=== design 1 ===
Figure 1. Local utilization (design 1).
Scale bar: 20 um. 7 x 7 tiles, from black (low) to pale yellow (high), 0 to 100% covered.
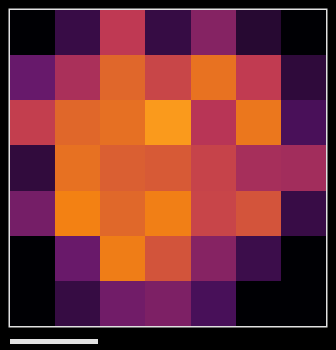

--- config.mk ---
export PLATFORM = sky130hd
export DESIGN_NAME = phy_data_sync_filt
export DESIGN_NICKNAME = d
export VERILOG_FILES = /design/src/rtl/phy_data_sync_filt.sv
export SDC_FILE = /design/constraint.sdc
export NUM_CORES = 1
export LEC_CHECK = 0
export CORE_MARGIN = 2
export CORE_UTILIZATION = 35
export CTS_CLUSTER_DIAMETER = 50
export DETAILED_ROUTE_END_ITERATION = 12
export SLEW_MARGIN = 20
export SYNTH_ARGS = -nofsm -noshare
export SYNTH_HDL_FRONTEND = slang
export SYNTH_SLANG_ARGS = --single-unit
--- constraint.sdc ---
create_clock -name clock -period 3.21 [get_ports clock]
set_clock_uncertainty 0.1 [all_clocks]
set_input_delay 0.963 -clock clock [delete_from_list [all_inputs] [get_ports clock]]
set_output_delay 0.963 -clock clock [all_outputs]
set_load 0.03 [all_outputs]
--- src/rtl/phy_data_sync_filt.sv ---
// rtl/phy_data_sync_filt.sv - multi-channel level synchronizer with glitch filter and edge pulses
// Each channel runs through a flop chain, then a stability filter, then edge detection.
module phy_data_sync_filt #(
   parameter int                NUM_CH        = 4,
   parameter int                NUM_FLOPS     = 2,
   parameter logic [NUM_CH-1:0] RESET_VALUE   = {NUM_CH{1'b0}},
   parameter int                FILTER_CYCLES = 4,
   parameter int                GLITCH_CNT_W  = 8
) (
   input  logic                    clock,
   input  logic                    reset,
   input  logic [NUM_CH-1:0]       d_in,
   input  logic                    filter_en,
   output logic [NUM_CH-1:0]       d_out,
   output logic [NUM_CH-1:0]       rise_pulse,
   output logic [NUM_CH-1:0]       fall_pulse,
   output logic [GLITCH_CNT_W-1:0] glitch_cnt
);

   localparam int               CNT_W    = $clog2(FILTER_CYCLES + 1);
   localparam logic [CNT_W-1:0] CNT_LAST = CNT_W'(FILTER_CYCLES - 1);

   logic [NUM_CH-1:0]       sync_q [NUM_FLOPS];
   logic [NUM_CH-1:0]       s_last;
   logic [CNT_W-1:0]        cnt_q  [NUM_CH];
   logic [CNT_W-1:0]        cnt_d  [NUM_CH];
   logic [NUM_CH-1:0]       d_out_d;
   logic [NUM_CH-1:0]       rise_d;
   logic [NUM_CH-1:0]       fall_d;
   logic [NUM_CH-1:0]       reject;
   logic                    any_reject;
   logic [GLITCH_CNT_W-1:0] glitch_d;

   // Plain flop chain: no logic between stages so metastability can settle.
   always_ff @(posedge clock) begin
      if (reset) begin
         for (int k = 0; k < NUM_FLOPS; k++) begin
            sync_q[k] <= RESET_VALUE;
         end
      end else begin
         sync_q[0] <= d_in;
         for (int k = 1; k < NUM_FLOPS; k++) begin
            sync_q[k] <= sync_q[k-1];
         end
      end
   end

   assign s_last = sync_q[NUM_FLOPS-1];

   // A mismatch run is accepted on its last required cycle; a run that ends early is a glitch.
   always_comb begin
      d_out_d = d_out;
      rise_d  = '0;
      fall_d  = '0;
      reject  = '0;
      for (int i = 0; i < NUM_CH; i++) begin
         cnt_d[i] = cnt_q[i];
         if (s_last[i] == d_out[i]) begin
            reject[i] = (cnt_q[i] != '0);
            cnt_d[i]  = '0;
         end else if (!filter_en || cnt_q[i] == CNT_LAST) begin
            d_out_d[i] = s_last[i];
            rise_d[i]  = s_last[i];
            fall_d[i]  = ~s_last[i];
            cnt_d[i]   = '0;
         end else begin
            cnt_d[i] = cnt_q[i] + CNT_W'(1);
         end
      end
   end

   assign any_reject = |reject;

   always_comb begin
      glitch_d = glitch_cnt;
      if (any_reject && glitch_cnt != {GLITCH_CNT_W{1'b1}}) begin
         glitch_d = glitch_cnt + GLITCH_CNT_W'(1);
      end
   end

   always_ff @(posedge clock) begin
      if (reset) begin
         d_out      <= RESET_VALUE;
         rise_pulse <= '0;
         fall_pulse <= '0;
         glitch_cnt <= '0;
         for (int i = 0; i < NUM_CH; i++) begin
            cnt_q[i] <= '0;
         end
      end else begin
         d_out      <= d_out_d;
         rise_pulse <= rise_d;
         fall_pulse <= fall_d;
         glitch_cnt <= glitch_d;
         for (int i = 0; i < NUM_CH; i++) begin
            cnt_q[i] <= cnt_d[i];
         end
      end
   end

endmodule

=== design 2 ===
File: config.mk
export PLATFORM = sky130hd
export DESIGN_NAME = rr_flag_scheduler
export DESIGN_NICKNAME = d
export VERILOG_FILES = /design/src/rtl/rr_sched_pkg.sv /design/src/rtl/rr_hold_timer.sv /design/src/rtl/rr_flag_scheduler.sv
export SDC_FILE = /design/constraint.sdc
export NUM_CORES = 1
export LEC_CHECK = 0
export ABC_CLOCK_PERIOD_IN_PS = 7040
export CORE_AREA = 2 2 69 120
export DETAILED_ROUTE_END_ITERATION = 16
export DIE_AREA = 0 0 71 122
export PLACE_DENSITY = 0.65
export SLEW_MARGIN = 20
export SYNTH_ARGS = -nofsm -noshare
export SYNTH_HDL_FRONTEND = slang
export SYNTH_SLANG_ARGS = --single-unit
export TNS_END_PERCENT = 5
File: constraint.sdc
create_clock -name clk -period 7.04 [get_ports clk]
set_clock_uncertainty 0.15 [all_clocks]
set_input_delay 1.056 -clock clk [delete_from_list [all_inputs] [get_ports clk]]
set_output_delay 1.056 -clock clk [all_outputs]
set_load 0.01 [all_outputs]
File: src/rtl/rr_sched_pkg.sv
// Shared definitions for the round-robin flag scheduler: sizes, state encoding
// and the one-hot grant helper.
package rr_sched_pkg;

  localparam int N      = 16;
  localparam int IDW    = 4;
  localparam int HOLD_W = 8;

  typedef enum logic [1:0] {
    IDLE    = 2'd0,
    SCAN    = 2'd1,
    GRANT   = 2'd2,
    ILLEGAL = 2'd3
  } state_t;

  function automatic logic [N-1:0] onehot(input logic [IDW-1:0] idx);
    onehot = {{(N-1){1'b0}}, 1'b1} << idx;
  endfunction

endpackage

File: src/rtl/rr_hold_timer.sv
// Grant hold timer: counts cycles while a grant is active and flags the cycle
// in which the hold limit is reached.
module rr_hold_timer
  import rr_sched_pkg::*;
#(
  parameter int MAX_HOLD = 255
) (
  input  logic              clk,
  input  logic              rst,
  input  logic              clear,
  input  logic              enable,
  output logic [HOLD_W-1:0] count,
  output logic              expire
);

  localparam logic [HOLD_W-1:0] LIMIT = HOLD_W'(MAX_HOLD - 1);

  // Saturating cycle counter; cleared whenever no grant is held.
  always_ff @(posedge clk or posedge rst) begin
    if (rst) begin
      count <= {HOLD_W{1'b0}};
    end else if (clear) begin
      count <= {HOLD_W{1'b0}};
    end else if (enable && (count != {HOLD_W{1'b1}})) begin
      count <= count + {{(HOLD_W-1){1'b0}}, 1'b1};
    end else begin
      count <= count;
    end
  end

  assign expire = enable && (count == LIMIT);

endmodule

File: src/rtl/rr_flag_scheduler.sv
// Round-robin scheduler: snapshots the request flags, scans one bit per clock
// after the last-served index and holds a one-hot grant until released.
module rr_flag_scheduler
  import rr_sched_pkg::*;
#(
  parameter int MAX_HOLD = 255
) (
  input  logic           clk,
  input  logic           rst,
  input  logic [N-1:0]   req,
  input  logic           done,
  output logic [N-1:0]   gnt,
  output logic [IDW-1:0] gnt_id,
  output logic           gnt_valid,
  output logic           busy,
  output logic           timeout
);

  state_t              state, state_nxt;
  logic [N-1:0]        req_q, req_q_nxt;
  logic [IDW-1:0]      idx, idx_nxt;
  logic [IDW-1:0]      cnt, cnt_nxt;
  logic [IDW-1:0]      ptr, ptr_nxt;
  logic [N-1:0]        gnt_nxt;
  logic [IDW-1:0]      gnt_id_nxt;
  logic                gnt_valid_nxt;
  logic                busy_nxt;
  logic                timeout_nxt;
  logic [HOLD_W-1:0]   hold;
  logic                expire;

  rr_hold_timer #(
    .MAX_HOLD(MAX_HOLD)
  ) u_hold_timer (
    .clk   (clk),
    .rst   (rst),
    .clear (state != GRANT),
    .enable(state == GRANT),
    .count (hold),
    .expire(expire)
  );

  // State and output registers.
  always_ff @(posedge clk or posedge rst) begin
    if (rst) begin
      state     <= IDLE;
      req_q     <= {N{1'b0}};
      idx       <= {IDW{1'b0}};
      cnt       <= {IDW{1'b0}};
      ptr       <= {IDW{1'b0}};
      gnt       <= {N{1'b0}};
      gnt_id    <= {IDW{1'b0}};
      gnt_valid <= 1'b0;
      busy      <= 1'b0;
      timeout   <= 1'b0;
    end else begin
      state     <= state_nxt;
      req_q     <= req_q_nxt;
      idx       <= idx_nxt;
      cnt       <= cnt_nxt;
      ptr       <= ptr_nxt;
      gnt       <= gnt_nxt;
      gnt_id    <= gnt_id_nxt;
      gnt_valid <= gnt_valid_nxt;
      busy      <= busy_nxt;
      timeout   <= timeout_nxt;
    end
  end

  // Next-state and next-output decode.
  always_comb begin
    state_nxt     = state;
    req_q_nxt     = req_q;
    idx_nxt       = idx;
    cnt_nxt       = cnt;
    ptr_nxt       = ptr;
    gnt_nxt       = gnt;
    gnt_id_nxt    = gnt_id;
    gnt_valid_nxt = gnt_valid;
    busy_nxt      = busy;
    timeout_nxt   = 1'b0;
    case (state)
      IDLE: begin
        if (|req) begin
          req_q_nxt = req;
          idx_nxt   = ptr;
          cnt_nxt   = {IDW{1'b0}};
          busy_nxt  = 1'b1;
          state_nxt = SCAN;
        end else begin
          state_nxt = IDLE;
        end
      end
      SCAN: begin
        if (req_q[idx]) begin
          gnt_id_nxt    = idx;
          gnt_nxt       = onehot(idx);
          gnt_valid_nxt = 1'b1;
          state_nxt     = GRANT;
        end else begin
          idx_nxt = idx + 4'd1;
          cnt_nxt = cnt + 4'd1;
          // Guard for an empty snapshot; a nonzero snapshot always hits first.
          if (cnt == 4'd15) begin
            busy_nxt  = 1'b0;
            state_nxt = IDLE;
          end else begin
            state_nxt = SCAN;
          end
        end
      end
      GRANT: begin
        if (done || !req[gnt_id] || expire) begin
          gnt_nxt       = {N{1'b0}};
          gnt_valid_nxt = 1'b0;
          busy_nxt      = 1'b0;
          ptr_nxt       = gnt_id + 4'd1;
          timeout_nxt   = !done && req[gnt_id] && expire;
          state_nxt     = IDLE;
        end else begin
          state_nxt = GRANT;
        end
      end
      default: begin
        gnt_nxt       = {N{1'b0}};
        gnt_valid_nxt = 1'b0;
        busy_nxt      = 1'b0;
        state_nxt     = IDLE;
      end
    endcase
  end

endmodule

Figure 2. Congestion heat map (design 2).
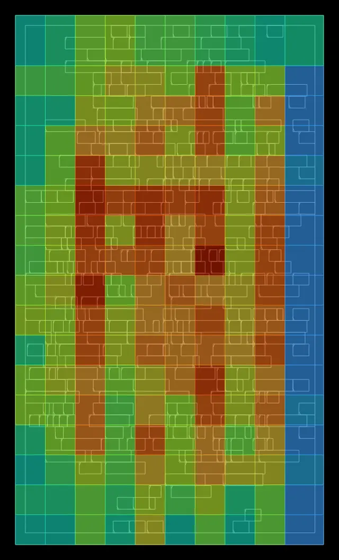
met2 usage: 36.5%
met1 GRT Util: 22.3%

==> results_dict.tcl, design 2 <==
# yosys + openroad results
set metrics [dict create \
    clk-insertion-delay-late_ns 0.33 \
    hp-start "cnt[3]" \
    hold_depth 1 \
    hold_class "flop to flop" \
    stdcell_area_um2 4150 \
    finalNonFillerCells 450 \
    p_sw_uw 719 \
    sh_comb_area_pct 39.6 \
    ys_sh_xor_pct 1.31 \
    routed_via_density 5.84 \
    top_cells_by_count "61 x dfrtp_1, 26 x inv_1, 26 x o211ai_1, 24 x mux2_2, 17 x nor2_1" \
    pwr-share-seq_pct 33.0 \
    status "complete, no violations" \
    slew_headroom_pct 45.4 \
    area_leaders "dfrtp_1 46%, mux2_2 8.1%, o211ai_1 5.8%" \
    clock_cell_area_share_pct 8.32 \
    grt_max_degree 62 \
    cts_made_buffers 9 \
    clock_power_uw 502 \
    drive_above_1_share_pct 15.3 \
    setup.worst_path.end "gnt[5]" \
    grt_pass1_vias 2670 \
    worstSetupPathType "input pin to flop" \
    min_to "cnt[3]" \
    wl_per_cell_um 18.1 \
    comb_cells 214 \
    io_buffers 41 \
    power_density_nw_per_um2 463 \
    ios 42 \
    path_buffers 1 \
    clock.fmax_ghz 0.306 \
    num-fill-cells 684 \
    syn_avg_cell_area_um2 10.4 \
    core_area_um2 7800 \
    synthAoiAreaFrac_pct 14.2 \
    dieArea_um2 8660 \
    critical_path.max_stage_delay_ns 0.65 \
    cp_num_cells 6 \
    path_clk_slew_ns 0.05 \
    fin_crit_ns 3.27 \
]
Figure 3. Port wiring (design 1).
Scale bar: 20 um.
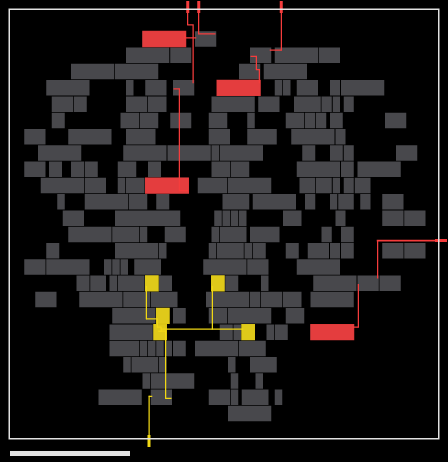
[yellow] filter_en | bits: 1 | direction: input | end cells: 5 | buffers: 1 | wire: 51.2 um
[red] fall_pulse | bits: 4 | direction: output | end cells: 4 | buffers: 4 | wire: 79.0 um
Port Buffer Count: 26
I/O pin cnt: 27

## Picture notes: Figure 1
densest ninth of the die: middle
nearly empty tiles: 14%
tiles over 75% full: 2.0%
fullest tile: 78%

==> results_dict.tcl, design 1 <==
# yosys + openroad results
set metrics [dict create \
    ys_top_logic_family "simple AND/OR/NAND/NOR gates" \
    rsz0062_at_grt "false" \
    powerComb_uw 61.8 \
    status "complete, no violations" \
    synthSimpleGateAreaFrac_pct 22.9 \
    cp-end-kind "output pin" \
    num_vias 1161 \
    hold_viol 0 \
    arrival_ns 1.42 \
    sh_comb_area_pct 35.3 \
    grt_max_degree 29 \
    cts.path.max_buffers 2 \
    hold_depth 1 \
    clock_cell_area_share_pct 5.34 \
    stdcell_area_um2 2020 \
    ys_sh_xor_pct 2.75 \
    regMostFlops "cnt_q" \
    largest_reg_flops 12 \
]


==> gallery <==
Placed cells, one colour a class.
Plate I
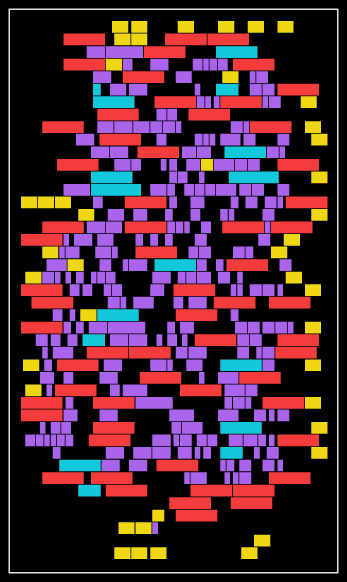
Plate II
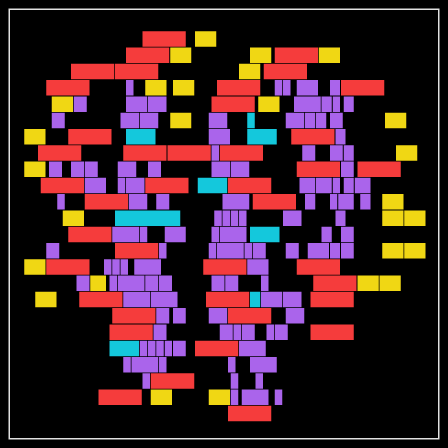
Design 1 is Plate II.
Design 2 is Plate I.

Key to Plate I:
[yellow] other buffers and delay cells | cells: 43 | share of their area: 11%
[cyan] clock drivers and dummy loads | cells: 16 | share of their area: 8.6%
[red] flip-flops | cells: 61 | share of their area: 38%
[purple] all other logic | cells: 240 | share of their area: 43%

Power and IR drop assume default switching activity.
